# fifo_core

**fifo_core: logic cells by family**

Scale: 3 px per µm.
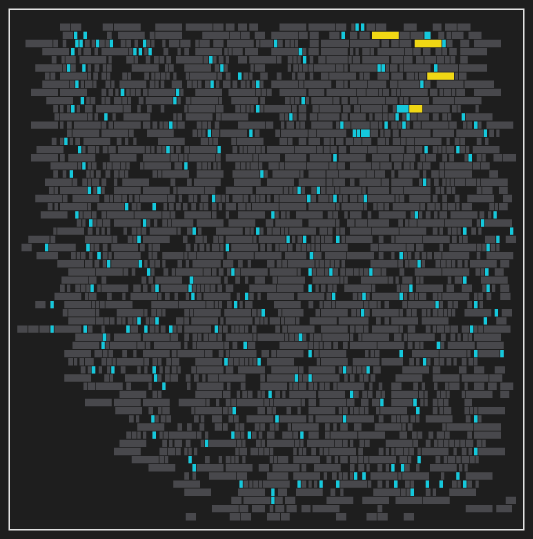
**fifo_core: signal wires on met3**

Scale: 1.5 px per µm.
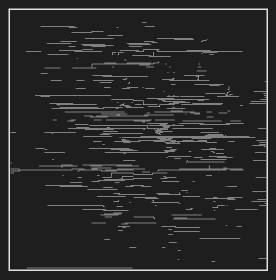
**fifo_core: the metal 2 layer**

Scale: 1.5 px per µm.
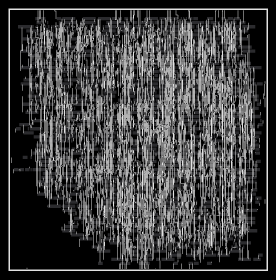
## config.mk

```make
export PLATFORM = sky130hd
export DESIGN_NAME = fifo_core
export DESIGN_NICKNAME = d
export VERILOG_FILES = /design/src/rtl/fifo_core.sv
export SDC_FILE = /design/constraint.sdc
export NUM_CORES = 1
export LEC_CHECK = 0
export ABC_AREA = 1
export CAP_MARGIN = 20
export CORE_AREA = 2 2 169 171
export CTS_BUF_LIST = sky130_fd_sc_hd__clkbuf_16
export CTS_CLUSTER_DIAMETER = 100
export CTS_CLUSTER_SIZE = 10
export DETAILED_ROUTE_END_ITERATION = 6
export DIE_AREA = 0 0 171 173
export PLACE_DENSITY = 0.76
export SLEW_MARGIN = 20
export SYNTH_ARGS = -nofsm -noshare
export SYNTH_HDL_FRONTEND = slang
export SYNTH_SLANG_ARGS = --single-unit
```

## constraint.sdc

```tcl
create_clock -name clk -period 1.6 [get_ports clk]
set_input_delay 0.16 -clock clk [delete_from_list [all_inputs] [get_ports clk]]
set_output_delay 0.16 -clock clk [all_outputs]
set_load 0.01 [all_outputs]
```

## src/rtl/fifo_core.sv

```systemverilog
// fifo_core: single-clock valid/ready FIFO, DEPTH x DATA_W, registered
// outputs on both sides so neither handshake has a combinational path.
// Ports: clk, rst_n (async low); data_in/_vld/_rdy write side;
// data_out/_vld/_rdy read side; level = occupancy 0..DEPTH.
// Optional macro FIFO_CORE_WATERMARK_EN adds registered
// almost_full (level >= AF_LEVEL) and almost_empty (level <= AE_LEVEL).
module fifo_core #(
    parameter int DATA_W   = 32,
    parameter int DEPTH    = 8,
    parameter int AF_LEVEL = 6,
    parameter int AE_LEVEL = 2
) (
    input  logic                       clk,
    input  logic                       rst_n,
    input  logic [DATA_W-1:0]          data_in,
    input  logic                       data_in_vld,
    output logic                       data_in_rdy,
    output logic [DATA_W-1:0]          data_out,
    output logic                       data_out_vld,
    input  logic                       data_out_rdy,
    output logic [$clog2(DEPTH+1)-1:0] level
`ifdef FIFO_CORE_WATERMARK_EN
    ,
    output logic                       almost_full,
    output logic                       almost_empty
`endif
);

    localparam int AW = $clog2(DEPTH);
    localparam int PW = AW + 1;
    localparam int LW = $clog2(DEPTH+1);

    if (DEPTH < 2 || (DEPTH & (DEPTH - 1)) != 0 ||
        AF_LEVEL > DEPTH || AE_LEVEL > DEPTH) begin : g_cfg_err
        $error("fifo_core: bad DEPTH/AF_LEVEL/AE_LEVEL");
    end

    logic [DATA_W-1:0] r_mem [DEPTH];
    logic [PW-1:0]     r_wr_ptr;
    logic [PW-1:0]     r_rd_ptr;
    logic [LW-1:0]     r_level;
    logic              r_rdy;
    logic              r_vld;
    logic [DATA_W-1:0] r_dout;

    logic              w_push;
    logic              w_pop;
    logic [PW-1:0]     w_wr_nxt;
    logic [PW-1:0]     w_rd_nxt;
    logic [LW-1:0]     w_level_nxt;
    logic              w_empty_nxt;
    logic              w_full_nxt;
    logic [DATA_W-1:0] w_head_nxt;

    // Handshakes only look at registered rdy/vld.
    assign w_push = data_in_vld & r_rdy;
    assign w_pop  = r_vld & data_out_rdy;

    always_comb begin
        w_wr_nxt    = w_push ? r_wr_ptr + PW'(1) : r_wr_ptr;
        w_rd_nxt    = w_pop  ? r_rd_ptr + PW'(1) : r_rd_ptr;
        w_level_nxt = r_level;
        case ({w_push, w_pop})
            2'b10:   w_level_nxt = r_level + LW'(1);
            2'b01:   w_level_nxt = r_level - LW'(1);
            default: w_level_nxt = r_level;
        endcase
        w_empty_nxt = (w_wr_nxt == w_rd_nxt);
        w_full_nxt  = (w_wr_nxt[AW-1:0] == w_rd_nxt[AW-1:0]) &&
                      (w_wr_nxt[AW] != w_rd_nxt[AW]);
        // Next head is the word being written this edge when it lands
        // in the slot the read pointer moves to.
        if (w_push && (r_wr_ptr[AW-1:0] == w_rd_nxt[AW-1:0]))
            w_head_nxt = data_in;
        else
            w_head_nxt = r_mem[w_rd_nxt[AW-1:0]];
    end

    always_ff @(posedge clk or negedge rst_n) begin
        if (!rst_n) begin
            for (int i = 0; i < DEPTH; i++) r_mem[i] <= '0;
            r_wr_ptr <= '0;
            r_rd_ptr <= '0;
            r_level  <= '0;
            r_rdy    <= 1'b0;
            r_vld    <= 1'b0;
            r_dout   <= '0;
        end else begin
            if (w_push) r_mem[r_wr_ptr[AW-1:0]] <= data_in;
            r_wr_ptr <= w_wr_nxt;
            r_rd_ptr <= w_rd_nxt;
            r_level  <= w_level_nxt;
            r_rdy    <= !w_full_nxt;
            r_vld    <= !w_empty_nxt;
            // When going empty, data_out keeps the last popped word.
            if (!w_empty_nxt) r_dout <= w_head_nxt;
        end
    end

    assign data_in_rdy  = r_rdy;
    assign data_out_vld = r_vld;
    assign data_out     = r_dout;
    assign level        = r_level;

`ifdef FIFO_CORE_WATERMARK_EN
    localparam logic [LW-1:0] AF_L = LW'(AF_LEVEL);
    localparam logic [LW-1:0] AE_L = LW'(AE_LEVEL);

    logic r_af;
    logic r_ae;

    always_ff @(posedge clk or negedge rst_n) begin
        if (!rst_n) begin
            r_af <= 1'b0;
            r_ae <= 1'b1;
        end else begin
            r_af <= (w_level_nxt >= AF_L);
            r_ae <= (w_level_nxt <= AE_L);
        end
    end

    assign almost_full  = r_af;
    assign almost_empty = r_ae;
`endif

endmodule

```

==> reports/qor.csv <==
metric,value,unit
tritoncts,built,
finalSetupViolCount,36,
top_cells_by_area,"dfrtp_1 (50%), nand2_1 (14%), nand3_1 (9.0%), o21ai_0 (8.7%), nand3b_1 (5.6%)",
multiInputCombCellCount,1250,
violations,setup timing,
nFillCells,2141,
syn_nets,1916,
synthTopLogicFamily,simple AND/OR/NAND/NOR gates,
tap_cells,378,
synthAoiAreaFrac,0.0885,
p_sw,0.0197,W
r2r_start,r_rd_ptr[0],
worst_slack,-0.318,ns
grt_max_degree,65,
ys_sh_adder,0.00334,
finalPower,0.0453,W
place_hpwl,25700,µm
period_needed,1.92,ns
power.group.top,combinational cells,
rsz0062_at_grt,true,
largest-register,r_mem,
fin_nets,2025,
die_area,29600,µm²
timing.fmax,0.521,GHz
top_cell_area_share,0.505,
synthArstFlopShare,1.00,
post_dp_cell_area,16800,µm²
first_global_vias,13200,
status,"finished, violations left",
crit_path_end,data_out[3],
cp-end-kind,register,
mi_logic_area,6380,µm²
cp_top_family,simple AND/OR/NAND/NOR gates,
drv_slew,0,
syn2layout_area_growth,23.5,%
met3_usage,0.0506,
initial_core_util,0.542,
crit_chain,ha_4 -> nand3_1 -> nand2_1 -> nand2_2 -> buf_6 -> inv_2 -> nand2_1 -> nand2_2 -> nand3_4 -> buf_6 -> nand3_1 -> nand2_1,
cts_sinks,302,
drc,0,
## Picture notes: 'logic cells by family' of fifo_core
[inv cells] cyan | cells: 196 | where: all over the die
[fa/ha/maj cells] yellow | cells: 4 | where: north-east

## Picture notes: 'signal wires on met3' of fifo_core
main direction: horizontal
nets with wire on the layer: 194
longest straight run: 88.8 µm

## Picture notes: 'the metal 2 layer' of fifo_core
longest straight run: 68.3 µm
share of all routed wire: 48%
wire length on this layer: 21.6 mm
main direction: vertical
nets with wire on the layer: 1557


# param_reg_file_flat

[src/rtl/param_reg_file_if.sv]
// Bus bundle for param_reg_file: one byte-enabled write port and one registered read port.
interface param_reg_file_if #(
  parameter int unsigned WIDTH = 16,
  parameter int unsigned DEPTH = 8
);
  localparam int unsigned ADDR_W = $clog2(DEPTH);
  localparam int unsigned NBYTES = WIDTH / 8;

  logic              wr_en;
  logic [ADDR_W-1:0] wr_addr;
  logic [NBYTES-1:0] wr_be;
  logic [WIDTH-1:0]  wr_data;
  logic              rd_en;
  logic [ADDR_W-1:0] rd_addr;
  logic [WIDTH-1:0]  rd_data;
  logic              rd_valid;
  logic              rd_err;
  logic              wr_err;

  modport master (
    output wr_en, wr_addr, wr_be, wr_data, rd_en, rd_addr,
    input  rd_data, rd_valid, rd_err, wr_err
  );

  modport slave (
    input  wr_en, wr_addr, wr_be, wr_data, rd_en, rd_addr,
    output rd_data, rd_valid, rd_err, wr_err
  );
endinterface

[src/rtl/param_reg_file.sv]
// DEPTH x WIDTH scratch register file: byte-enabled write, 1-cycle registered read,
// configurable same-address read/write ordering and out-of-range error flags.
module param_reg_file #(
  parameter int unsigned WIDTH       = 16,
  parameter int unsigned DEPTH       = 8,
  parameter int unsigned WRITE_FIRST = 1
) (
  input  logic             clk,
  input  logic             reset,
  param_reg_file_if.slave  bus
);
  localparam int unsigned ADDR_W = $clog2(DEPTH);
  localparam int unsigned NBYTES = WIDTH / 8;
  localparam logic [ADDR_W:0] DEPTH_C = (ADDR_W+1)'(DEPTH);

  logic [WIDTH-1:0] mem [DEPTH];

  logic             wr_in_range;
  logic             rd_in_range;
  logic             wr_ok;
  logic             rd_fwd;
  logic [WIDTH-1:0] wr_old;
  logic [WIDTH-1:0] wr_new;

  // Range checks, byte merge and same-address forwarding decision.
  always_comb begin
    wr_in_range = ({1'b0, bus.wr_addr} < DEPTH_C);
    rd_in_range = ({1'b0, bus.rd_addr} < DEPTH_C);
    wr_ok       = bus.wr_en && wr_in_range;
    wr_old      = wr_in_range ? mem[bus.wr_addr] : '0;
    wr_new      = wr_old;
    for (int b = 0; b < int'(NBYTES); b++) begin
      if (bus.wr_be[b]) wr_new[8*b +: 8] = bus.wr_data[8*b +: 8];
    end
    rd_fwd = (WRITE_FIRST != 0) && wr_ok && rd_in_range && (bus.rd_addr == bus.wr_addr);
  end

  always_ff @(posedge clk) begin
    if (reset) begin
      for (int i = 0; i < int'(DEPTH); i++) mem[i] <= '0;
      bus.rd_data  <= '0;
      bus.rd_valid <= 1'b0;
      bus.rd_err   <= 1'b0;
      bus.wr_err   <= 1'b0;
    end else begin
      if (wr_ok) mem[bus.wr_addr] <= wr_new;
      bus.wr_err   <= bus.wr_en && !wr_in_range;
      bus.rd_valid <= bus.rd_en;
      bus.rd_err   <= bus.rd_en && !rd_in_range;
      // Out-of-range reads return zero; rd_data holds when no read is issued.
      if (bus.rd_en) begin
        if (!rd_in_range)  bus.rd_data <= '0;
        else if (rd_fwd)   bus.rd_data <= wr_new;
        else               bus.rd_data <= mem[bus.rd_addr];
      end
    end
  end
endmodule

[src/flat_wrapper.sv]
// flat-port wrapper written by rule: the top's interface ports become plain ports
module param_reg_file_flat 
#(
  parameter int unsigned WIDTH       = 16,
  parameter int unsigned DEPTH       = 8,
  parameter int unsigned WRITE_FIRST = 1
)
  (clk, reset, bus_wr_en, bus_wr_addr, bus_wr_be, bus_wr_data, bus_rd_en, bus_rd_addr, bus_rd_data, bus_rd_valid, bus_rd_err, bus_wr_err);
  param_reg_file_if #(.WIDTH(WIDTH), .DEPTH(DEPTH)) bus_i ();
  input  logic clk;
  input  logic reset;
  input wire logic [$bits(bus_i.wr_en)-1:0] bus_wr_en;
  input wire logic [$bits(bus_i.wr_addr)-1:0] bus_wr_addr;
  input wire logic [$bits(bus_i.wr_be)-1:0] bus_wr_be;
  input wire logic [$bits(bus_i.wr_data)-1:0] bus_wr_data;
  input wire logic [$bits(bus_i.rd_en)-1:0] bus_rd_en;
  input wire logic [$bits(bus_i.rd_addr)-1:0] bus_rd_addr;
  output wire logic [$bits(bus_i.rd_data)-1:0] bus_rd_data;
  output wire logic [$bits(bus_i.rd_valid)-1:0] bus_rd_valid;
  output wire logic [$bits(bus_i.rd_err)-1:0] bus_rd_err;
  output wire logic [$bits(bus_i.wr_err)-1:0] bus_wr_err;
  assign bus_i.wr_en = bus_wr_en;
  assign bus_i.wr_addr = bus_wr_addr;
  assign bus_i.wr_be = bus_wr_be;
  assign bus_i.wr_data = bus_wr_data;
  assign bus_i.rd_en = bus_rd_en;
  assign bus_i.rd_addr = bus_rd_addr;
  assign bus_rd_data = bus_i.rd_data;
  assign bus_rd_valid = bus_i.rd_valid;
  assign bus_rd_err = bus_i.rd_err;
  assign bus_wr_err = bus_i.wr_err;
  param_reg_file #(.WIDTH(WIDTH), .DEPTH(DEPTH), .WRITE_FIRST(WRITE_FIRST)) u_core (.clk(clk), .reset(reset), .bus(bus_i));
endmodule
[config.mk]
export PLATFORM = sky130hd
export DESIGN_NAME = param_reg_file_flat
export DESIGN_NICKNAME = d
export VERILOG_FILES = /design/src/rtl/param_reg_file_if.sv /design/src/rtl/param_reg_file.sv /design/src/flat_wrapper.sv
export SDC_FILE = /design/constraint.sdc
export NUM_CORES = 1
export LEC_CHECK = 0
export ABC_AREA = 1
export CORE_MARGIN = 2
export CORE_UTILIZATION = 51
export CTS_BUF_LIST = sky130_fd_sc_hd__clkbuf_4 sky130_fd_sc_hd__clkbuf_8
export DETAILED_ROUTE_END_ITERATION = 10
export PLACE_DENSITY = 0.77
export SLEW_MARGIN = 20
export SYNTH_ARGS = -nofsm -noshare
export SYNTH_HDL_FRONTEND = slang
export SYNTH_SLANG_ARGS = --single-unit
[constraint.sdc]
create_clock -name clk -period 2.6 [get_ports clk]
set_input_delay 0.52 -clock clk [delete_from_list [all_inputs] [get_ports clk]]
set_output_delay 0.52 -clock clk [all_outputs]
set_load 0.05 [all_outputs]
**param_reg_file_flat: logic cells by family**

Scale: 4 px per µm.
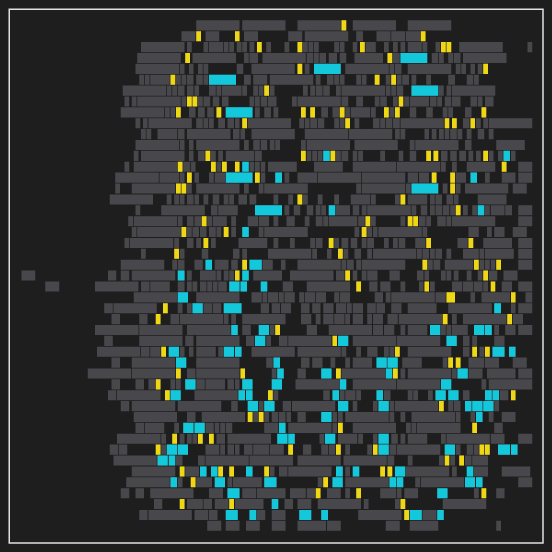
[aoi and oai cells] cyan | cells: 110
[inv cells] yellow | cells: 130

**param_reg_file_flat: signal wires on met3**

Scale: 2 px per µm.
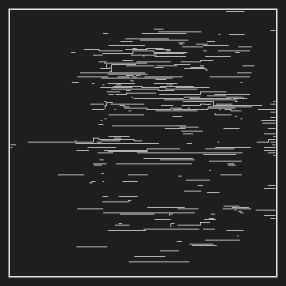
longest straight run: 52.4 µm
share of all routed wire: 10%
main direction: horizontal
wire length on this layer: 2360 µm
nets with wire on the layer: 125

==> reports/qor.csv <==
metric,value,unit
status,finished clean,
antenna_found_initial,0,
finalHoldViolations,0,
htreeDepth,4,
cts_root_buf,clkbuf_8,
fin_nets,1095,
power.group.top,registers,
cp-end-kind,output port,
top_regs,"u_core.mem x128, u_core.bus.rd_data x16, u_core.bus.rd_valid x1",
period_needed,2.27,ns
yosysCellCount,1017,
tightest_slew,0.731,ns
crit_chain,clkdlybuf4s50_1,
place_hpwl,14600,µm
synthTopCellsByCount,"nand2_1 (249), edfxtp_1 (128), nand3_1 (120), inv_1 (118), nor2_1 (105)",
core_region_area,16400,µm²
critPathRequiredTime,2.08,ns
largestClassByArea,registers,
**param_reg_file_flat: the metal 2 layer**

Scale: 2 px per µm.
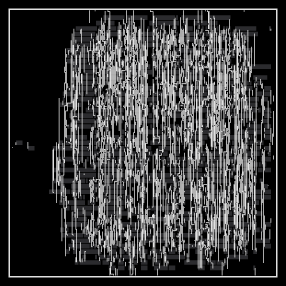
longest straight run: 55.4 µm
nets with wire on the layer: 877
main direction: vertical
wire length on this layer: 11100 µm


# id_ex_stage

**src/rtl/id_ex_stage.sv**
```systemverilog
// Decode/execute pipeline register: captures one decoded instruction with forwarded
// register operands, resolves the immediate and SUB negation, and hands it to the ALU.
module id_ex_stage #(
   parameter int unsigned DATA_W = 8,
   parameter int unsigned ADDR_W = 3,
   parameter bit          FWD_EN = 1'b1
) (
   input  logic              CLK,
   input  logic              RESET_N,
   input  logic              IN_VALID,
   output logic              IN_READY,
   input  logic [7:0]        OPCODE,
   input  logic [ADDR_W-1:0] DEST,
   input  logic [DATA_W-1:0] IMM,
   input  logic [ADDR_W-1:0] READREG1,
   input  logic [ADDR_W-1:0] READREG2,
   input  logic [DATA_W-1:0] REGOUT1,
   input  logic [DATA_W-1:0] REGOUT2,
   input  logic              WB_EN,
   input  logic [ADDR_W-1:0] WB_REG,
   input  logic [DATA_W-1:0] WB_DATA,
   input  logic              FLUSH,
   output logic              OUT_VALID,
   input  logic              OUT_READY,
   output logic [2:0]        ALU_OP,
   output logic [DATA_W-1:0] DATA1,
   output logic [DATA_W-1:0] DATA2,
   output logic [ADDR_W-1:0] WR_DEST,
   output logic              WR_EN,
   output logic              ILLEGAL
);

   localparam int unsigned ALUOP_W = 3;
   localparam logic [ALUOP_W-1:0] ALU_FWD = 3'b000;
   localparam logic [ALUOP_W-1:0] ALU_ADD = 3'b001;
   localparam logic [ALUOP_W-1:0] ALU_AND = 3'b010;
   localparam logic [ALUOP_W-1:0] ALU_OR  = 3'b011;

   logic               out_valid_q, out_valid_d;
   logic [ALUOP_W-1:0] alu_op_q,    alu_op_d;
   logic [DATA_W-1:0]  data1_q,     data1_d;
   logic [DATA_W-1:0]  data2_q,     data2_d;
   logic [ADDR_W-1:0]  wr_dest_q,   wr_dest_d;
   logic               wr_en_q,     wr_en_d;
   logic               illegal_q,   illegal_d;

   logic [DATA_W-1:0]  op1, op2, dec_data2;
   logic [ALUOP_W-1:0] dec_alu_op;
   logic               accept, legal;

   assign IN_READY = !FLUSH && (!out_valid_q || OUT_READY);
   assign accept   = IN_VALID && IN_READY;
   assign legal    = (OPCODE <= 8'd5);

   // Same-cycle writeback bypass around the register file
   always_comb begin
      op1 = REGOUT1;
      op2 = REGOUT2;
      if (FWD_EN && WB_EN && (WB_REG == READREG1)) op1 = WB_DATA;
      if (FWD_EN && WB_EN && (WB_REG == READREG2)) op2 = WB_DATA;
   end

   always_comb begin
      dec_alu_op = ALU_FWD;
      dec_data2  = op2;
      case (OPCODE)
         8'd0: dec_data2 = IMM;
         8'd2: dec_alu_op = ALU_ADD;
         8'd3: begin
            dec_alu_op = ALU_ADD;
            dec_data2  = ~op2 + DATA_W'(1);
         end
         8'd4: dec_alu_op = ALU_AND;
         8'd5: dec_alu_op = ALU_OR;
         default: ;
      endcase
   end

   // Illegal opcodes consume the slot but leave the held bundle untouched
   always_comb begin
      out_valid_d = out_valid_q;
      alu_op_d    = alu_op_q;
      data1_d     = data1_q;
      data2_d     = data2_q;
      wr_dest_d   = wr_dest_q;
      wr_en_d     = wr_en_q;
      illegal_d   = 1'b0;
      if (FLUSH) begin
         out_valid_d = 1'b0;
         wr_en_d     = 1'b0;
      end else begin
         if (out_valid_q && OUT_READY) begin
            out_valid_d = 1'b0;
            wr_en_d     = 1'b0;
         end
         if (accept) begin
            if (legal) begin
               out_valid_d = 1'b1;
               wr_en_d     = 1'b1;
               alu_op_d    = dec_alu_op;
               data1_d     = op1;
               data2_d     = dec_data2;
               wr_dest_d   = DEST;
            end else begin
               illegal_d   = 1'b1;
            end
         end
      end
   end

   always_ff @(posedge CLK or negedge RESET_N) begin
      if (!RESET_N) begin
         out_valid_q <= 1'b0;
         alu_op_q    <= '0;
         data1_q     <= '0;
         data2_q     <= '0;
         wr_dest_q   <= '0;
         wr_en_q     <= 1'b0;
         illegal_q   <= 1'b0;
      end else begin
         out_valid_q <= out_valid_d;
         alu_op_q    <= alu_op_d;
         data1_q     <= data1_d;
         data2_q     <= data2_d;
         wr_dest_q   <= wr_dest_d;
         wr_en_q     <= wr_en_d;
         illegal_q   <= illegal_d;
      end
   end

   assign OUT_VALID = out_valid_q;
   assign ALU_OP    = alu_op_q;
   assign DATA1     = data1_q;
   assign DATA2     = data2_q;
   assign WR_DEST   = wr_dest_q;
   assign WR_EN     = wr_en_q;
   assign ILLEGAL   = illegal_q;

endmodule
```
**config.mk**
```make
export PLATFORM = sky130hd
export DESIGN_NAME = id_ex_stage
export DESIGN_NICKNAME = d
export VERILOG_FILES = /design/src/rtl/id_ex_stage.sv
export SDC_FILE = /design/constraint.sdc
export NUM_CORES = 1
export LEC_CHECK = 0
export ABC_AREA = 1
export CORE_UTILIZATION = 40
export DETAILED_ROUTE_END_ITERATION = 16
export DONT_BUFFER_PORTS = 1
export PLACE_DENSITY_LB_ADDON = 0.05
export SYNTH_ARGS = -nofsm -noshare
export SYNTH_HDL_FRONTEND = slang
export SYNTH_SLANG_ARGS = --single-unit
```
**constraint.sdc**
```tcl
create_clock -name CLK -period 1.15 [get_ports CLK]
set_input_delay 0.345 -clock CLK [delete_from_list [all_inputs] [get_ports CLK]]
set_output_delay 0.345 -clock CLK [all_outputs]
set_load 0.02 [all_outputs]
```
**id_ex_stage: signal wires on met3**

Scale: 4 px per µm.
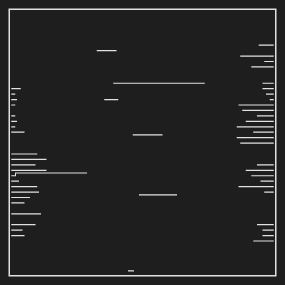
main direction: horizontal
longest straight run: 22.5 µm
nets with wire on the layer: 53

**id_ex_stage: the metal 2 layer**

Scale: 4 px per µm.
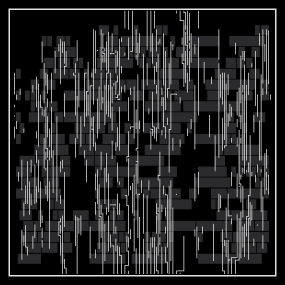
main direction: vertical
wire length on this layer: 2290 µm

==> reports/qor.csv <==
metric,value,unit
tap_cells,48,
powerSeq,0.00114,W
clock_power,0.000749,W
synthTopLogicFamily,simple AND/OR/NAND/NOR gates,
violations,setup timing,
status,"finished, violations left",
drt_pre_antenna_iters,4,
rows,22,
crit_fanout,3,
finalSetupViolCount,24,
yosys_warnings,0,
worst_slack,-0.262,ns
worstPathArrival,1.07,ns
edf_count,0,
drv_cap,0,
finalPower,0.00243,W
yosysUniqueCellTypes,34,
**id_ex_stage: sizing map**

Scale: 8 px per µm.
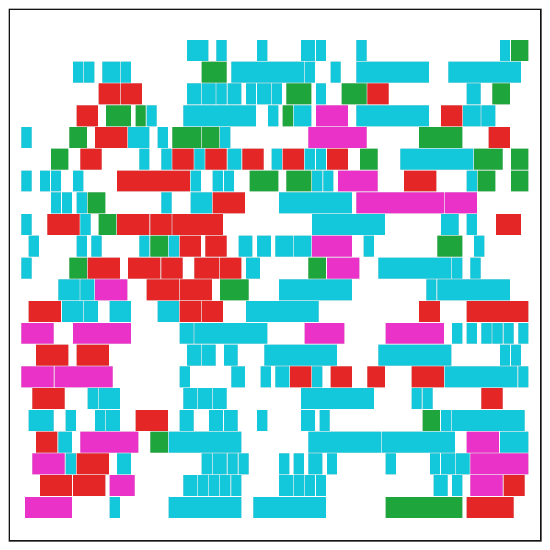
[x2] green | cells: 30 | share: 11%
[x3 and x4] red | cells: 50 | share: 19%
[x6 and larger] magenta | cells: 21 | share: 7.9%
[x1 and smaller] cyan | cells: 166 | share: 62%


# count_cmd_queue

**count_cmd_queue: logic cells by family**

Scale: 6 px per µm.
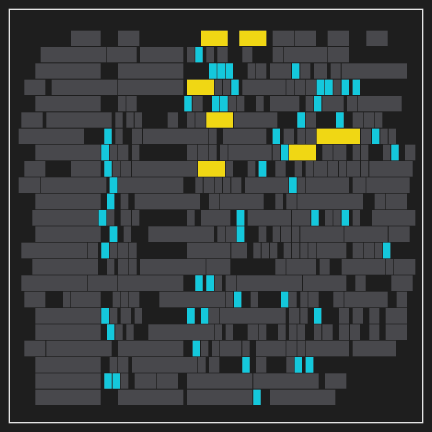
**count_cmd_queue: signal wires on met3**

Scale: 4 px per µm.
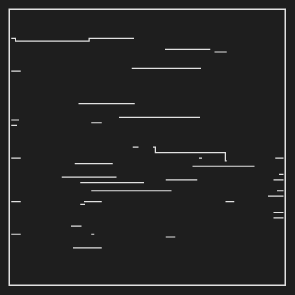
**count_cmd_queue: sizing map**

Scale: 6 px per µm.
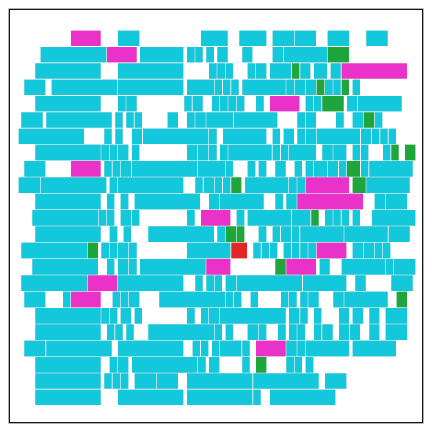
==> src/rtl/count_cmd_queue.sv <==
// -----------------------------------------------------------------------------
// count_cmd_queue
//
// Command buffer and sequencer feeding the Mode/Din control inputs of a 4-bit
// mode counter. Producers push {mode, data, repeat} commands through a
// valid/ready port into a small FIFO. Each command is then replayed on
// Mode/Din for Rep+1 consecutive clocks. When no work is queued, the block
// drives hold (Mode=00, Din=0000).
//
// Parameters:
//   DEPTH   FIFO entries (power of two, >= 2)
//   AW      log2(DEPTH)
//
// Ports:
//   Ck       in   1     clock, all state changes on posedge
//   Reset    in   1     synchronous active-high reset
//   InValid  in   1     producer presents a command
//   InReady  out  1     command accepted this cycle (from occupancy and Reset)
//   InMode   in   2     counter mode: 00 hold, 01 load, 10 up, 11 down
//   InDin    in   4     load data, carried with every mode
//   InRep    in   4     command is applied for InRep+1 cycles
//   Mode     out  2     registered mode to the counter
//   Din      out  4     registered data to the counter
//   Busy     out  1     a command is currently being applied
//   Level    out  AW+1  FIFO occupancy, 0..DEPTH
// -----------------------------------------------------------------------------
module count_cmd_queue #(
    parameter int DEPTH = 4,
    parameter int AW    = 2
) (
    input  logic          Ck,
    input  logic          Reset,
    input  logic          InValid,
    output logic          InReady,
    input  logic [1:0]    InMode,
    input  logic [3:0]    InDin,
    input  logic [3:0]    InRep,
    output logic [1:0]    Mode,
    output logic [3:0]    Din,
    output logic          Busy,
    output logic [AW:0]   Level
);

    localparam int CMD_W = 10;

    typedef enum logic {
        IDLE = 1'b0,
        RUN  = 1'b1
    } state_t;

    state_t            state;
    logic [CMD_W-1:0]  mem [DEPTH];
    logic [AW-1:0]     wr_ptr;
    logic [AW-1:0]     rd_ptr;
    logic [3:0]        rem;
    logic [CMD_W-1:0]  head;
    logic              full;
    logic              empty;
    logic              push;
    logic              pop;

    assign full  = (Level == (AW+1)'(DEPTH));
    assign empty = (Level == '0);

    // Ready depends only on registered occupancy and Reset, so a full queue
    // refuses a push even when a pop happens on the same edge.
    assign InReady = !full && !Reset;
    assign push    = InValid && InReady;

    // The head is popped when idle, or when the running command has spent its
    // last cycle; the latter gives back-to-back windows with no hold bubble.
    assign head = mem[rd_ptr];
    assign pop  = !empty && ((state == IDLE) || (rem == 4'd0));

    // ---- FIFO storage: data only, left out of reset ----
    always_ff @(posedge Ck) begin
        if (push) begin
            mem[wr_ptr] <= {InMode, InDin, InRep};
        end
    end

    // ---- Control: pointers, occupancy and issue FSM with registered outputs ----
    always_ff @(posedge Ck) begin
        if (Reset) begin
            wr_ptr <= '0;
            rd_ptr <= '0;
            Level  <= '0;
            state  <= IDLE;
            rem    <= 4'd0;
            Mode   <= 2'b00;
            Din    <= 4'b0000;
            Busy   <= 1'b0;
        end else begin
            if (push) begin
                wr_ptr <= wr_ptr + 1'b1;
            end
            if (pop) begin
                rd_ptr <= rd_ptr + 1'b1;
            end

            case ({push, pop})
                2'b10:   Level <= Level + 1'b1;
                2'b01:   Level <= Level - 1'b1;
                default: Level <= Level;
            endcase

            case (state)
                IDLE: begin
                    if (pop) begin
                        Mode  <= head[9:8];
                        Din   <= head[7:4];
                        rem   <= head[3:0];
                        Busy  <= 1'b1;
                        state <= RUN;
                    end
                end
                RUN: begin
                    if (rem != 4'd0) begin
                        rem <= rem - 1'b1;
                    end else if (pop) begin
                        Mode <= head[9:8];
                        Din  <= head[7:4];
                        rem  <= head[3:0];
                    end else begin
                        Mode  <= 2'b00;
                        Din   <= 4'b0000;
                        Busy  <= 1'b0;
                        state <= IDLE;
                    end
                end
                default: begin
                    state <= IDLE;
                end
            endcase
        end
    end

endmodule

==> config.mk <==
export PLATFORM = sky130hd
export DESIGN_NAME = count_cmd_queue
export DESIGN_NICKNAME = d
export VERILOG_FILES = /design/src/rtl/count_cmd_queue.sv
export SDC_FILE = /design/constraint.sdc
export NUM_CORES = 1
export LEC_CHECK = 0
export ABC_AREA = 1
export CORE_UTILIZATION = 60
export CTS_CLUSTER_DIAMETER = 200
export DETAILED_ROUTE_END_ITERATION = 6
export GPL_ROUTABILITY_DRIVEN = 0
export GPL_TIMING_DRIVEN = 0
export PLACE_DENSITY = 0.83
export SLEW_MARGIN = 20
export SYNTH_ARGS = -nofsm -noshare
export SYNTH_HDL_FRONTEND = slang
export SYNTH_SLANG_ARGS = --single-unit
==> constraint.sdc <==
create_clock -name Ck -period 3.7 [get_ports Ck]
set_clock_uncertainty 0.05 [all_clocks]
set_input_delay 0.74 -clock Ck [delete_from_list [all_inputs] [get_ports Ck]]
set_output_delay 0.74 -clock Ck [all_outputs]
set_load 0.1 [all_outputs]
==> reports/qor.csv <==
metric,value,unit
htreeDepth,3,
finalHoldViolations,0,
largest_register_ffs,40,
grt_util_met1,0.289,
synthTopCellsByCount,"nand2_1 (75), inv_1 (45), edfxtp_1 (40), nand3_1 (34), dfxtp_1 (21)",
most_common_cell,nand2_1,
fin_nets,338,
first_global_vias,1791,
post_dp_cell_area,2950,µm²
swShare,0.435,
power.leakage,1.39,nW
slowest_delay,1.18,ns
grt_pass1_wl,7910,µm
critPathRequiredTime,2.91,ns
worst_slack,0.616,ns
synthArstFlopShare,0,
status,finished clean,
worstPathArrival,2.29,ns
cp_num_cells,3,
numSynthFlops,61,
tightest_slew,1.06,ns
cts_buffer_depth,2,
antenna_found_initial,0,
power.group.top,combinational cells,
inverters_excl_clock,51,
hold_start,Din[1],
finalPower,0.00280,W
post_cts_buffers,0,
grt.total_usage,0.249,
flop_cell,edfxtp_1,
rsz0062_at_grt,false,
startpoint_type,input pin,
synthMuxAreaShare,0,
clock_cell_area_share,0.0684,
yosysUniqueCellTypes,22,
worst_path_max_delay_cell,clkdlybuf4s50_1,
rows,23,
top_regs,"mem x40, Din x4, rem x4",
syn_inst,285,
regArea,1620,µm²
seq_share,0.512,
p_sw,0.00122,W
final_common_cell,nand2_1,
powerSeq,0.000904,W
wl_per_cell,13.5,µm
Notes on 'logic cells by family' of count_cmd_queue above:
[fa/ha/maj cells] yellow | cells: 7
[inv cells] cyan | cells: 51

Notes on 'signal wires on met3' of count_cmd_queue above:
nets with wire on the layer: 27
main direction: horizontal
wire length on this layer: 246 µm
longest straight run: 20.0 µm

Notes on 'sizing map' of count_cmd_queue above:
[x1 and smaller] cyan | cells: 290 | share: 90%
[x2] green | cells: 18 | share: 5.6%
[x3 and x4] red | cells: 1 | share: 0.31%
[x6 and larger] magenta | cells: 14 | share: 4.3%


# spi_mem_loader

$ cat config.mk
export PLATFORM = sky130hd
export DESIGN_NAME = spi_mem_loader
export DESIGN_NICKNAME = d
export VERILOG_FILES = /design/src/rtl/spi_mem_pkg.sv /design/src/rtl/spi_mem_sync.sv /design/src/rtl/spi_mem_loader.sv
export SDC_FILE = /design/constraint.sdc
export NUM_CORES = 1
export LEC_CHECK = 0
export CORE_MARGIN = 4
export CORE_UTILIZATION = 58
export CTS_CLUSTER_DIAMETER = 60
export DETAILED_ROUTE_END_ITERATION = 10
export HOLD_SLACK_MARGIN = 0.03
export PLACE_DENSITY_LB_ADDON = 0.08
export RECOVER_POWER = 100
export SETUP_SLACK_MARGIN = 0.15
export SLEW_MARGIN = 20
export SYNTH_ARGS = -nofsm -noshare
export SYNTH_HDL_FRONTEND = slang
export SYNTH_SLANG_ARGS = --single-unit
$ cat constraint.sdc
create_clock -name clk -period 3.3 [get_ports clk]
set_clock_uncertainty 0.15 [all_clocks]
set_input_delay 0.495 -clock clk [delete_from_list [all_inputs] [get_ports clk]]
set_output_delay 0.495 -clock clk [all_outputs]
set_load 0.02 [all_outputs]
$ cat src/rtl/spi_mem_pkg.sv
// Shared types and defaults for the SPI memory loader.
package spi_mem_pkg;

  typedef enum logic [1:0] {
    IDLE = 2'd0,
    CMD  = 2'd1,
    DATA = 2'd2
  } state_t;

  localparam int CMD_WR_BIT = 7;
  localparam int DEF_ADDR_W = 7;
  localparam int DEF_DATA_W = 8;

endpackage

$ cat src/rtl/spi_mem_sync.sv
// Brings sclk, cs_n and mosi into the clk domain and flags sclk edges.
module spi_mem_sync (
  input  logic clk,
  input  logic rst_n,
  input  logic sclk,
  input  logic cs_n,
  input  logic mosi,
  output logic sclk_rise,
  output logic sclk_fall,
  output logic cs_n_sync,
  output logic mosi_sync
);

  logic [2:0] sclk_sync_reg;
  logic [1:0] cs_sync_reg;
  logic [1:0] mosi_sync_reg;

  // Cleared to 0: a cs_n held low through reset never looks like a new falling edge.
  always_ff @(posedge clk or negedge rst_n) begin
    if (!rst_n) begin
      sclk_sync_reg <= '0;
      cs_sync_reg   <= '0;
      mosi_sync_reg <= '0;
    end else begin
      sclk_sync_reg <= {sclk_sync_reg[1:0], sclk};
      cs_sync_reg   <= {cs_sync_reg[0], cs_n};
      mosi_sync_reg <= {mosi_sync_reg[0], mosi};
    end
  end

  assign sclk_rise = sclk_sync_reg[1] & ~sclk_sync_reg[2];
  assign sclk_fall = ~sclk_sync_reg[1] & sclk_sync_reg[2];
  assign cs_n_sync = cs_sync_reg[1];
  assign mosi_sync = mosi_sync_reg[1];

endmodule

$ cat src/rtl/spi_mem_loader.sv
// SPI (mode 0) slave giving byte-wide read/write access to a synchronous memory.
// Define SPI_MEM_AUTOINC_EN to step mem_addr after every data byte (burst mode).
module spi_mem_loader
  import spi_mem_pkg::*;
#(
  parameter int ADDR_W = DEF_ADDR_W,
  parameter int DATA_W = DEF_DATA_W
) (
  input  logic              clk,
  input  logic              rst_n,
  input  logic              sclk,
  input  logic              cs_n,
  input  logic              mosi,
  output logic              miso,
  output logic [ADDR_W-1:0] mem_addr,
  output logic [DATA_W-1:0] mem_wdata,
  output logic              mem_wr,
  input  logic [DATA_W-1:0] mem_rdata,
  output logic              active
);

  localparam int CNT_W = $clog2(DATA_W);
  localparam logic [CNT_W-1:0] LAST_BIT = CNT_W'(DATA_W - 1);

  logic sclk_rise, sclk_fall, cs_n_s, mosi_s;

  spi_mem_sync u_sync (
    .clk       (clk),
    .rst_n     (rst_n),
    .sclk      (sclk),
    .cs_n      (cs_n),
    .mosi      (mosi),
    .sclk_rise (sclk_rise),
    .sclk_fall (sclk_fall),
    .cs_n_sync (cs_n_s),
    .mosi_sync (mosi_s)
  );

  state_t            state_reg;
  logic [CNT_W-1:0]  bit_cnt_reg;
  logic [DATA_W-1:0] rx_reg;
  logic [DATA_W-1:0] tx_reg;
  logic [1:0]        ld_pipe_reg;
  logic              wr_dir_reg;
  logic              cs_prev_reg;

  logic [DATA_W-1:0] rx_next;
  logic              byte_done;
  logic              cs_fall;

  assign rx_next   = {rx_reg[DATA_W-2:0], mosi_s};
  assign byte_done = sclk_rise && (bit_cnt_reg == LAST_BIT);
  assign cs_fall   = cs_prev_reg & ~cs_n_s;
  assign miso      = tx_reg[DATA_W-1];
  assign active    = (state_reg != IDLE);

  always_ff @(posedge clk or negedge rst_n) begin
    if (!rst_n) begin
      state_reg   <= IDLE;
      bit_cnt_reg <= '0;
      rx_reg      <= '0;
      tx_reg      <= '0;
      ld_pipe_reg <= '0;
      wr_dir_reg  <= 1'b0;
      cs_prev_reg <= 1'b0;
      mem_addr    <= '0;
      mem_wdata   <= '0;
      mem_wr      <= 1'b0;
    end else begin
      cs_prev_reg <= cs_n_s;
      mem_wr      <= 1'b0;
      ld_pipe_reg <= {ld_pipe_reg[0], 1'b0};
      // Read data is captured two clk after the address settles (registered memory read).
      if (ld_pipe_reg[1])
        tx_reg <= mem_rdata;
`ifdef SPI_MEM_AUTOINC_EN
      if (mem_wr || ld_pipe_reg[1])
        mem_addr <= mem_addr + ADDR_W'(1);
`endif
      case (state_reg)
        IDLE: begin
          if (cs_fall) begin
            state_reg   <= CMD;
            bit_cnt_reg <= '0;
            rx_reg      <= '0;
            tx_reg      <= '0;
          end
        end
        CMD, DATA: begin
          if (cs_n_s) begin
            state_reg   <= IDLE;
            bit_cnt_reg <= '0;
            ld_pipe_reg <= '0;
            tx_reg      <= '0;
          end else begin
            // bit_cnt is 0 only on the first falling edge after a byte, which must not shift.
            if (sclk_fall && (bit_cnt_reg != '0) && (state_reg == DATA) && !wr_dir_reg)
              tx_reg <= {tx_reg[DATA_W-2:0], 1'b0};
            if (sclk_rise) begin
              rx_reg      <= rx_next;
              bit_cnt_reg <= byte_done ? '0 : bit_cnt_reg + CNT_W'(1);
            end
            if (byte_done) begin
              if (state_reg == CMD) begin
                state_reg  <= DATA;
                mem_addr   <= rx_next[ADDR_W-1:0];
                wr_dir_reg <= rx_next[CMD_WR_BIT];
                if (!rx_next[CMD_WR_BIT])
                  ld_pipe_reg <= 2'b01;
              end else if (wr_dir_reg) begin
                mem_wdata <= rx_next;
                mem_wr    <= 1'b1;
              end else begin
                ld_pipe_reg <= 2'b01;
              end
            end
          end
        end
        default: state_reg <= IDLE;
      endcase
    end
  end

endmodule

**spi_mem_loader: routing congestion**

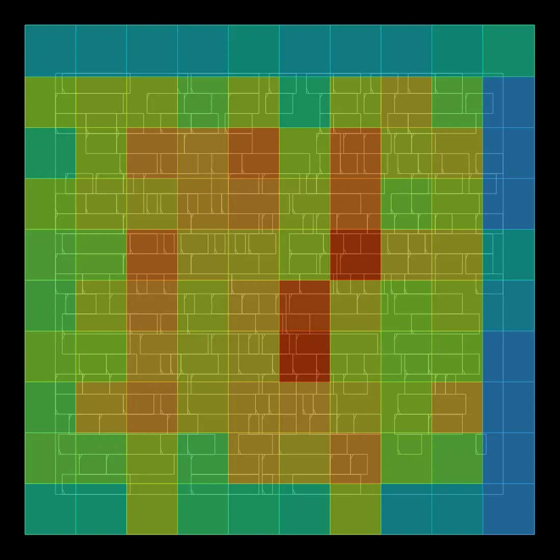
gr busiest metal: met2
met1 Use GR: 0.226
met2 usage: 0.315
GRT met3 Usage: 0.0625
wire length per cell: 16.5 µm

==> reports/qor.csv <==
metric,value,unit
status,"finished, violations left",
violations,"capacitance limit, slew limit",
critPathRequiredTime,3.27,ns
drv_cap,1,
syn_inst,169,
wl_met3,179,µm
r2r_start,state_reg[0],
internal_power,0.000978,W
drv_slew,48,
viasPerCell,5.76,
synthMuxAreaShare,0.162,
final_area,2570,µm²
ant_nets,0,
ys_sh_xor,0,
power.share.clock,0.310,
largestClassByArea,registers,
ios,31,
**spi_mem_loader: logic cells by family**

Scale: 6 px per µm.
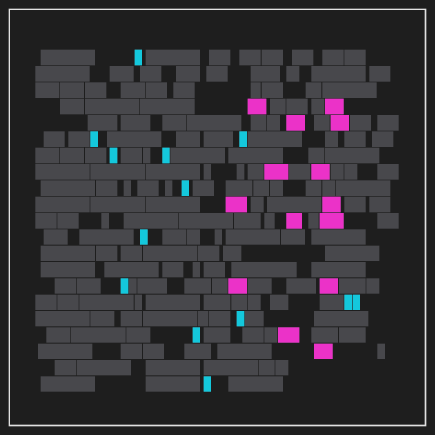
[inv cells] cyan | cells: 13
[non-inverting ao/oa cells] magenta | cells: 14


# qk_dot_accum

**qk_dot_accum: sizing map**

Scale: 4 px per µm.
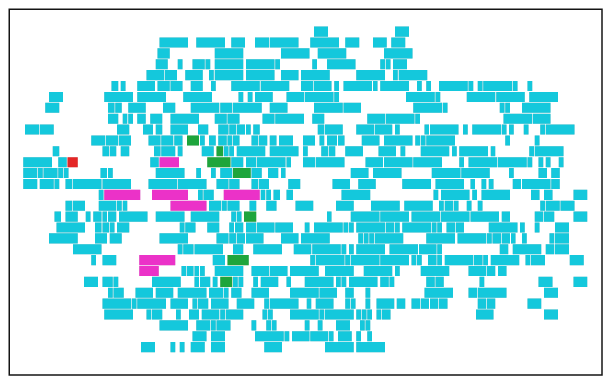
[src/rtl/qk_dot_accum_pkg.sv]
// Shared types and constants for the QK dot-product accumulator.
// Q_WIDTH(I, F) gives the total width of a signed Q(I, F) value: sign + I + F.
`ifndef Q_WIDTH
`define Q_WIDTH(i, f) ((i) + (f) + 1)
`endif

package qk_dot_accum_pkg;

    typedef enum logic {
        ACCUM = 1'b0,
        DONE  = 1'b1
    } dot_state_t;

    localparam int DOT_D_DEFAULT = 64;

endpackage

[src/rtl/qk_dot_accum_add.sv]
// Signed accumulator adder: acc + opd with overflow flag.
// Saturation is built only when AURA_DOT_SAT_EN is defined; otherwise the sum wraps.
module q_sat_add #(
    parameter int W_ACC = 22,
    parameter int W_OPD = 16
) (
    input  logic signed [W_ACC-1:0] acc,
    input  logic signed [W_OPD-1:0] opd,
    output logic signed [W_ACC-1:0] sum,
    output logic                    ovf
);

    // One guard bit above the wider operand holds the exact sum.
    localparam int W_SUM = ((W_ACC > W_OPD) ? W_ACC : W_OPD) + 1;

    logic signed [W_SUM-1:0] sum_x;

    assign sum_x = W_SUM'(acc) + W_SUM'(opd);

`ifdef AURA_DOT_SAT_EN
    localparam logic signed [W_ACC-1:0] ACC_MAX = {1'b0, {(W_ACC-1){1'b1}}};
    localparam logic signed [W_ACC-1:0] ACC_MIN = {1'b1, {(W_ACC-1){1'b0}}};

    logic [W_SUM-W_ACC:0] hi_bits;

    function automatic logic signed [W_ACC-1:0] sat_clamp(input logic signed [W_SUM-1:0] x,
                                                          input logic is_ovf);
        if (!is_ovf) begin
            return W_ACC'(x);
        end
        return x[W_SUM-1] ? ACC_MIN : ACC_MAX;
    endfunction

    // In range only when every bit from the accumulator sign bit upward agrees.
    assign hi_bits = sum_x[W_SUM-1:W_ACC-1];
    assign ovf     = !((&hi_bits) || !(|hi_bits));
    assign sum     = sat_clamp(sum_x, ovf);
`else
    assign sum = W_ACC'(sum_x);
    assign ovf = 1'b0;
`endif

endmodule

[src/rtl/qk_dot_accum.sv]
// Streaming signed Q/K dot-product accumulator with registered valid/ready score output.
// Optional saturation on accumulator overflow: define AURA_DOT_SAT_EN.
module qk_dot_accum
    import qk_dot_accum_pkg::*;
#(
    parameter int IN_I  = 3,
    parameter int IN_F  = 4,
    parameter int D     = DOT_D_DEFAULT,
    parameter int ACC_I = 2*IN_I + 1 + $clog2(D),
    localparam int W_IN   = `Q_WIDTH(IN_I, IN_F),
    localparam int W_PROD = `Q_WIDTH(2*IN_I+1, 2*IN_F),
    localparam int W_ACC  = `Q_WIDTH(ACC_I, 2*IN_F)
) (
    input  logic                    clock,
    input  logic                    reset,
    input  logic                    in_valid,
    output logic                    in_ready,
    input  logic signed [W_IN-1:0]  q_elem,
    input  logic signed [W_IN-1:0]  k_elem,
    output logic                    out_valid,
    input  logic                    out_ready,
    output logic signed [W_ACC-1:0] score,
    output logic                    overflow
);

    localparam int CNT_W = $clog2(D);

    dot_state_t               state_q, state_d;
    logic signed [W_ACC-1:0]  acc_q, acc_d;
    logic [CNT_W-1:0]         cnt_q, cnt_d;
    logic                     ovf_q, ovf_d;

    logic signed [W_PROD-1:0] prod;
    logic signed [W_ACC-1:0]  sum;
    logic                     add_ovf;

    assign prod = W_PROD'(q_elem) * W_PROD'(k_elem);

    q_sat_add #(
        .W_ACC (W_ACC),
        .W_OPD (W_PROD)
    ) u_add (
        .acc (acc_q),
        .opd (prod),
        .sum (sum),
        .ovf (add_ovf)
    );

    always_comb begin
        state_d = state_q;
        acc_d   = acc_q;
        cnt_d   = cnt_q;
        ovf_d   = ovf_q;
        case (state_q)
            ACCUM: begin
                if (in_valid) begin
                    acc_d = sum;
                    ovf_d = ovf_q | add_ovf;
                    if (cnt_q == CNT_W'(D-1)) begin
                        cnt_d   = '0;
                        state_d = DONE;
                    end else begin
                        cnt_d = cnt_q + CNT_W'(1);
                    end
                end
            end
            DONE: begin
                // Score is held until the consumer takes it; then a fresh vector begins.
                if (out_ready) begin
                    acc_d   = '0;
                    ovf_d   = 1'b0;
                    state_d = ACCUM;
                end
            end
            default: state_d = ACCUM;
        endcase
    end

    always_ff @(posedge clock) begin
        if (reset) begin
            state_q <= ACCUM;
            acc_q   <= '0;
            cnt_q   <= '0;
            ovf_q   <= 1'b0;
        end else begin
            state_q <= state_d;
            acc_q   <= acc_d;
            cnt_q   <= cnt_d;
            ovf_q   <= ovf_d;
        end
    end

    assign in_ready  = (state_q == ACCUM);
    assign out_valid = (state_q == DONE);
    assign score     = acc_q;
    assign overflow  = ovf_q;

endmodule
[config.mk]
export PLATFORM = sky130hd
export DESIGN_NAME = qk_dot_accum
export DESIGN_NICKNAME = d
export VERILOG_FILES = /design/src/rtl/qk_dot_accum_pkg.sv /design/src/rtl/qk_dot_accum_add.sv /design/src/rtl/qk_dot_accum.sv
export SDC_FILE = /design/constraint.sdc
export NUM_CORES = 1
export LEC_CHECK = 0
export CAP_MARGIN = 10
export CORE_ASPECT_RATIO = 0.6
export CORE_MARGIN = 3
export CORE_UTILIZATION = 40
export CTS_CLUSTER_DIAMETER = 80
export CTS_CLUSTER_SIZE = 20
export DETAILED_ROUTE_END_ITERATION = 12
export PLACE_DENSITY = 0.63
export SETUP_SLACK_MARGIN = 0.3
export SLEW_MARGIN = 0
export SYNTH_ARGS = -nofsm -noshare
export SYNTH_HDL_FRONTEND = slang
export SYNTH_SLANG_ARGS = --single-unit
[constraint.sdc]
create_clock -name clock -period 10.2 [get_ports clock]
set_clock_uncertainty 0.05 [all_clocks]
set_input_delay 1.02 -clock clock [delete_from_list [all_inputs] [get_ports clock]]
set_output_delay 1.02 -clock clock [all_outputs]
set_load 0.02 [all_outputs]
==> reports/qor.csv <==
metric,value,unit
status,finished clean,
first_global_vias,3621,
critPathRequiredTime,10.31,ns
postCtsHoldBufs,0,
cts_resized,0,
cp_num_cells,16,
timing.fmax,0.144,GHz
antenna_found_initial,0,
htreeDepth,2,
grt_util_met1,0.283,
worst_slack,3.27,ns
ios,45,
fin_crit_sh,0.680,
grt_use_met2,0.242,
tap_cells,160,
synthTopCellsByCount,"fa_1 (96), inv_1 (96), ha_1 (51), nand2_1 (42), and2_1 (32)",
drv_cap,0,
tightest_slew,1.12,ns
About 'sizing map' of qk_dot_accum:
[x6 and larger] magenta | cells: 7 | share: 1.3%
[x2] green | cells: 7 | share: 1.3%
[x3 and x4] red | cells: 1 | share: 0.19%
[x1 and smaller] cyan | cells: 524 | share: 97%


# echo_request_deserializer

**echo_request_deserializer: sizing map**

Scale: 4 px per µm.
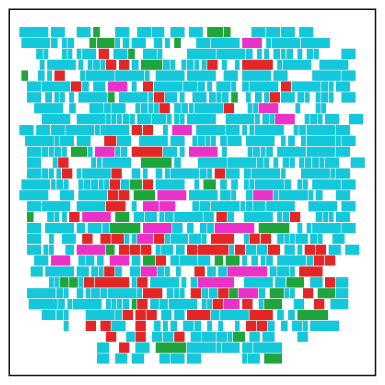
<file path="config.mk">
export PLATFORM = sky130hd
export DESIGN_NAME = echo_request_deserializer
export DESIGN_NICKNAME = d
export VERILOG_FILES = /design/src/rtl/echo_request_deserializer.sv
export SDC_FILE = /design/constraint.sdc
export NUM_CORES = 1
export LEC_CHECK = 0
export CORE_MARGIN = 2
export CORE_UTILIZATION = 46
export CTS_CLUSTER_SIZE = 8
export DETAILED_ROUTE_END_ITERATION = 7
export PLACE_DENSITY = 0.78
export SETUP_SLACK_MARGIN = 0.15
export SYNTH_ARGS = -nofsm -noshare
export SYNTH_HDL_FRONTEND = slang
export SYNTH_SLANG_ARGS = --single-unit
</file>
<file path="constraint.sdc">
create_clock -name CLK -period 1.8 [get_ports CLK]
set_clock_uncertainty 0.05 [all_clocks]
set_input_delay 0.27 -clock CLK [delete_from_list [all_inputs] [get_ports CLK]]
set_output_delay 0.27 -clock CLK [all_outputs]
set_load 0.005 [all_outputs]
</file>
<file path="src/rtl/echo_request_deserializer.sv">
// Parses header+payload frames from the host word stream and issues request_say(meth, v).
// Define ECHO_DESER_ERRCNT_EN to add the saturating err_count output for dropped frames.
module echo_request_deserializer #(
   parameter int          ERR_W         = 8,
   parameter logic [15:0] SAY_METHOD_ID = 16'h0000,
   parameter logic [15:0] SAY_LEN       = 16'd2
) (
   input  logic              CLK,
   input  logic              nRST,
   input  logic              in_word__ENA,
   input  logic [31:0]       in_word_data,
   output logic              in_word__RDY,
   output logic              request_say__ENA,
   output logic [31:0]       request_say_meth,
   output logic [31:0]       request_say_v,
`ifdef ECHO_DESER_ERRCNT_EN
   output logic [ERR_W-1:0]  err_count,
`endif
   input  logic              request_say__RDY
);

   typedef enum logic [2:0] {
      HDR   = 3'd0,
      PAY0  = 3'd1,
      PAY1  = 3'd2,
      DRAIN = 3'd3,
      ISSUE = 3'd4
   } stateT;

   stateT       state_q, state_d;
   logic [31:0] meth_q, meth_d;
   logic [31:0] v_q, v_d;
   logic [15:0] drain_q, drain_d;
   logic        badFrame;
   logic        wordAccept;
   logic        sayFire;
   logic [15:0] hdrId;
   logic [15:0] hdrLen;

   assign hdrId      = in_word_data[31:16];
   assign hdrLen     = in_word_data[15:0];
   assign wordAccept = in_word__ENA && in_word__RDY;
   assign sayFire    = (state_q == ISSUE) && request_say__RDY;

   assign in_word__RDY     = (state_q != ISSUE);
   assign request_say__ENA = sayFire;
   assign request_say_meth = meth_q;
   assign request_say_v    = v_q;

   // Next-state logic for the frame parser: header decode, payload capture, drain and issue.
   // A zero-length bad frame has nothing to drain, so it is dropped without leaving HDR.
   always_comb begin
      state_d  = state_q;
      meth_d   = meth_q;
      v_d      = v_q;
      drain_d  = drain_q;
      badFrame = 1'b0;
      case (state_q)
         HDR: begin
            if (wordAccept) begin
               if (hdrId == SAY_METHOD_ID && hdrLen == SAY_LEN) begin
                  state_d = PAY0;
               end else begin
                  badFrame = 1'b1;
                  if (hdrLen != 16'd0) begin
                     drain_d = hdrLen;
                     state_d = DRAIN;
                  end
               end
            end
         end
         PAY0: begin
            if (wordAccept) begin
               meth_d  = in_word_data;
               state_d = PAY1;
            end
         end
         PAY1: begin
            if (wordAccept) begin
               v_d     = in_word_data;
               state_d = ISSUE;
            end
         end
         DRAIN: begin
            if (wordAccept) begin
               drain_d = drain_q - 16'd1;
               if (drain_q == 16'd1) begin
                  state_d = HDR;
               end
            end
         end
         ISSUE: begin
            if (sayFire) begin
               state_d = HDR;
            end
         end
         default: begin
            state_d = HDR;
         end
      endcase
   end

`ifdef ECHO_DESER_ERRCNT_EN
   logic [ERR_W-1:0] err_q, err_d;

   // Saturate at all-ones so a burst of garbage cannot wrap the count back to small values.
   always_comb begin
      err_d = err_q;
      if (badFrame && (err_q != {ERR_W{1'b1}})) begin
         err_d = err_q + 1'b1;
      end
   end

   // Error counter register, cleared by the synchronous active-low reset.
   always_ff @(posedge CLK) begin
      if (!nRST) begin
         err_q <= '0;
      end else begin
         err_q <= err_d;
      end
   end

   assign err_count = err_q;
`endif

   // Parser state and argument registers; reset discards any partial frame.
   always_ff @(posedge CLK) begin
      if (!nRST) begin
         state_q <= HDR;
         meth_q  <= 32'd0;
         v_q     <= 32'd0;
         drain_q <= 16'd0;
      end else begin
         state_q <= state_d;
         meth_q  <= meth_d;
         v_q     <= v_d;
         drain_q <= drain_d;
      end
   end

endmodule

</file>
==> reports/qor.csv <==
metric,value,unit
status,finished clean,
mi_logic_area,1840,µm²
power.share.clock,0.274,
cp_top_family,buffers and inverters,
tap_cells,99,
drt-met1-wl,4760,µm
tritoncts,built,
hold_start,in_word_data[20],
vias,3978,
multiInputCombCellCount,343,
combPwrFrac,0.281,
buf_share,0.301,
postCtsHoldBufs,0,
flop_cell,dfxtp_1,
holdPathStages,3,
fin_crit_sh,0.991,
clock_buffers,10,
n_all_buffers,175,
synthMuxAreaShare,0,
clock_power,0.00128,W
lay_top_cells,"nand2_1 (147), a21oi_1 (83), dfxtp_1 (77)",
swShare,0.319,
post_cts_buffers,5,
tool_warnings,29,
finalPower,0.00465,W
viasPerCell,5.53,
die-height,91.2,µm
top_cells_by_area,"dfxtp_1 (47%), nand2_1 (16%), a21oi_1 (12%), clkbuf_1 (2.9%), nor2_1 (2.5%)",
die_area,8320,µm²
clock_cell_area_share,0.0342,
gp_congestion,0.834,
yosysCellCount,463,
worst_slack,0.0166,ns
grt_util_met1,0.359,
syn_area,3500,µm²
p_per_area,849,nW/µm²
tightest_slew,0.258,ns
drt_pre_antenna_iters,5,
drc,0,
largestClassByArea,logic gates,
grt_pass1_wl,19300,µm
Notes on 'sizing map' of echo_request_deserializer above:
[x2] green | cells: 36 | share: 5.8%
[x1 and smaller] cyan | cells: 485 | share: 78%
[x3 and x4] red | cells: 77 | share: 12%
[x6 and larger] magenta | cells: 23 | share: 3.7%



==> layout pictures side by side <==
Logic cells by family.
Plate I
Scale: 4 px per µm.
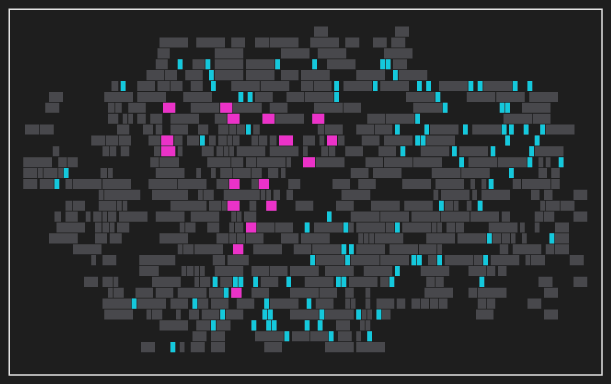
Plate II
Scale: 8 px per µm.
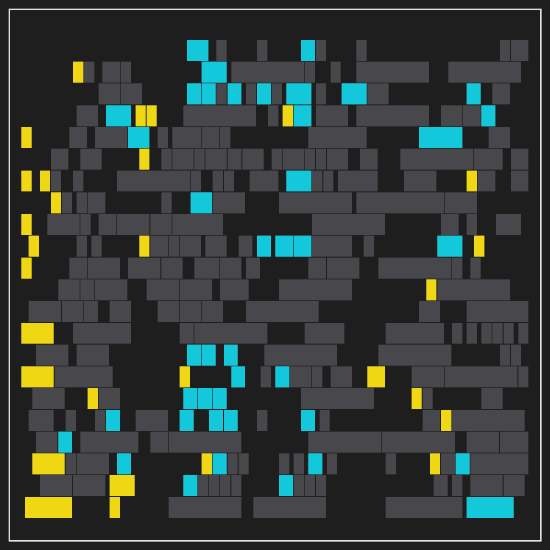
Plate III
Scale: 4 px per µm.
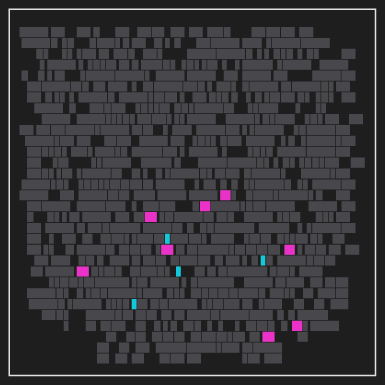
qk_dot_accum: Plate I
echo_request_deserializer: Plate III
id_ex_stage: Plate II

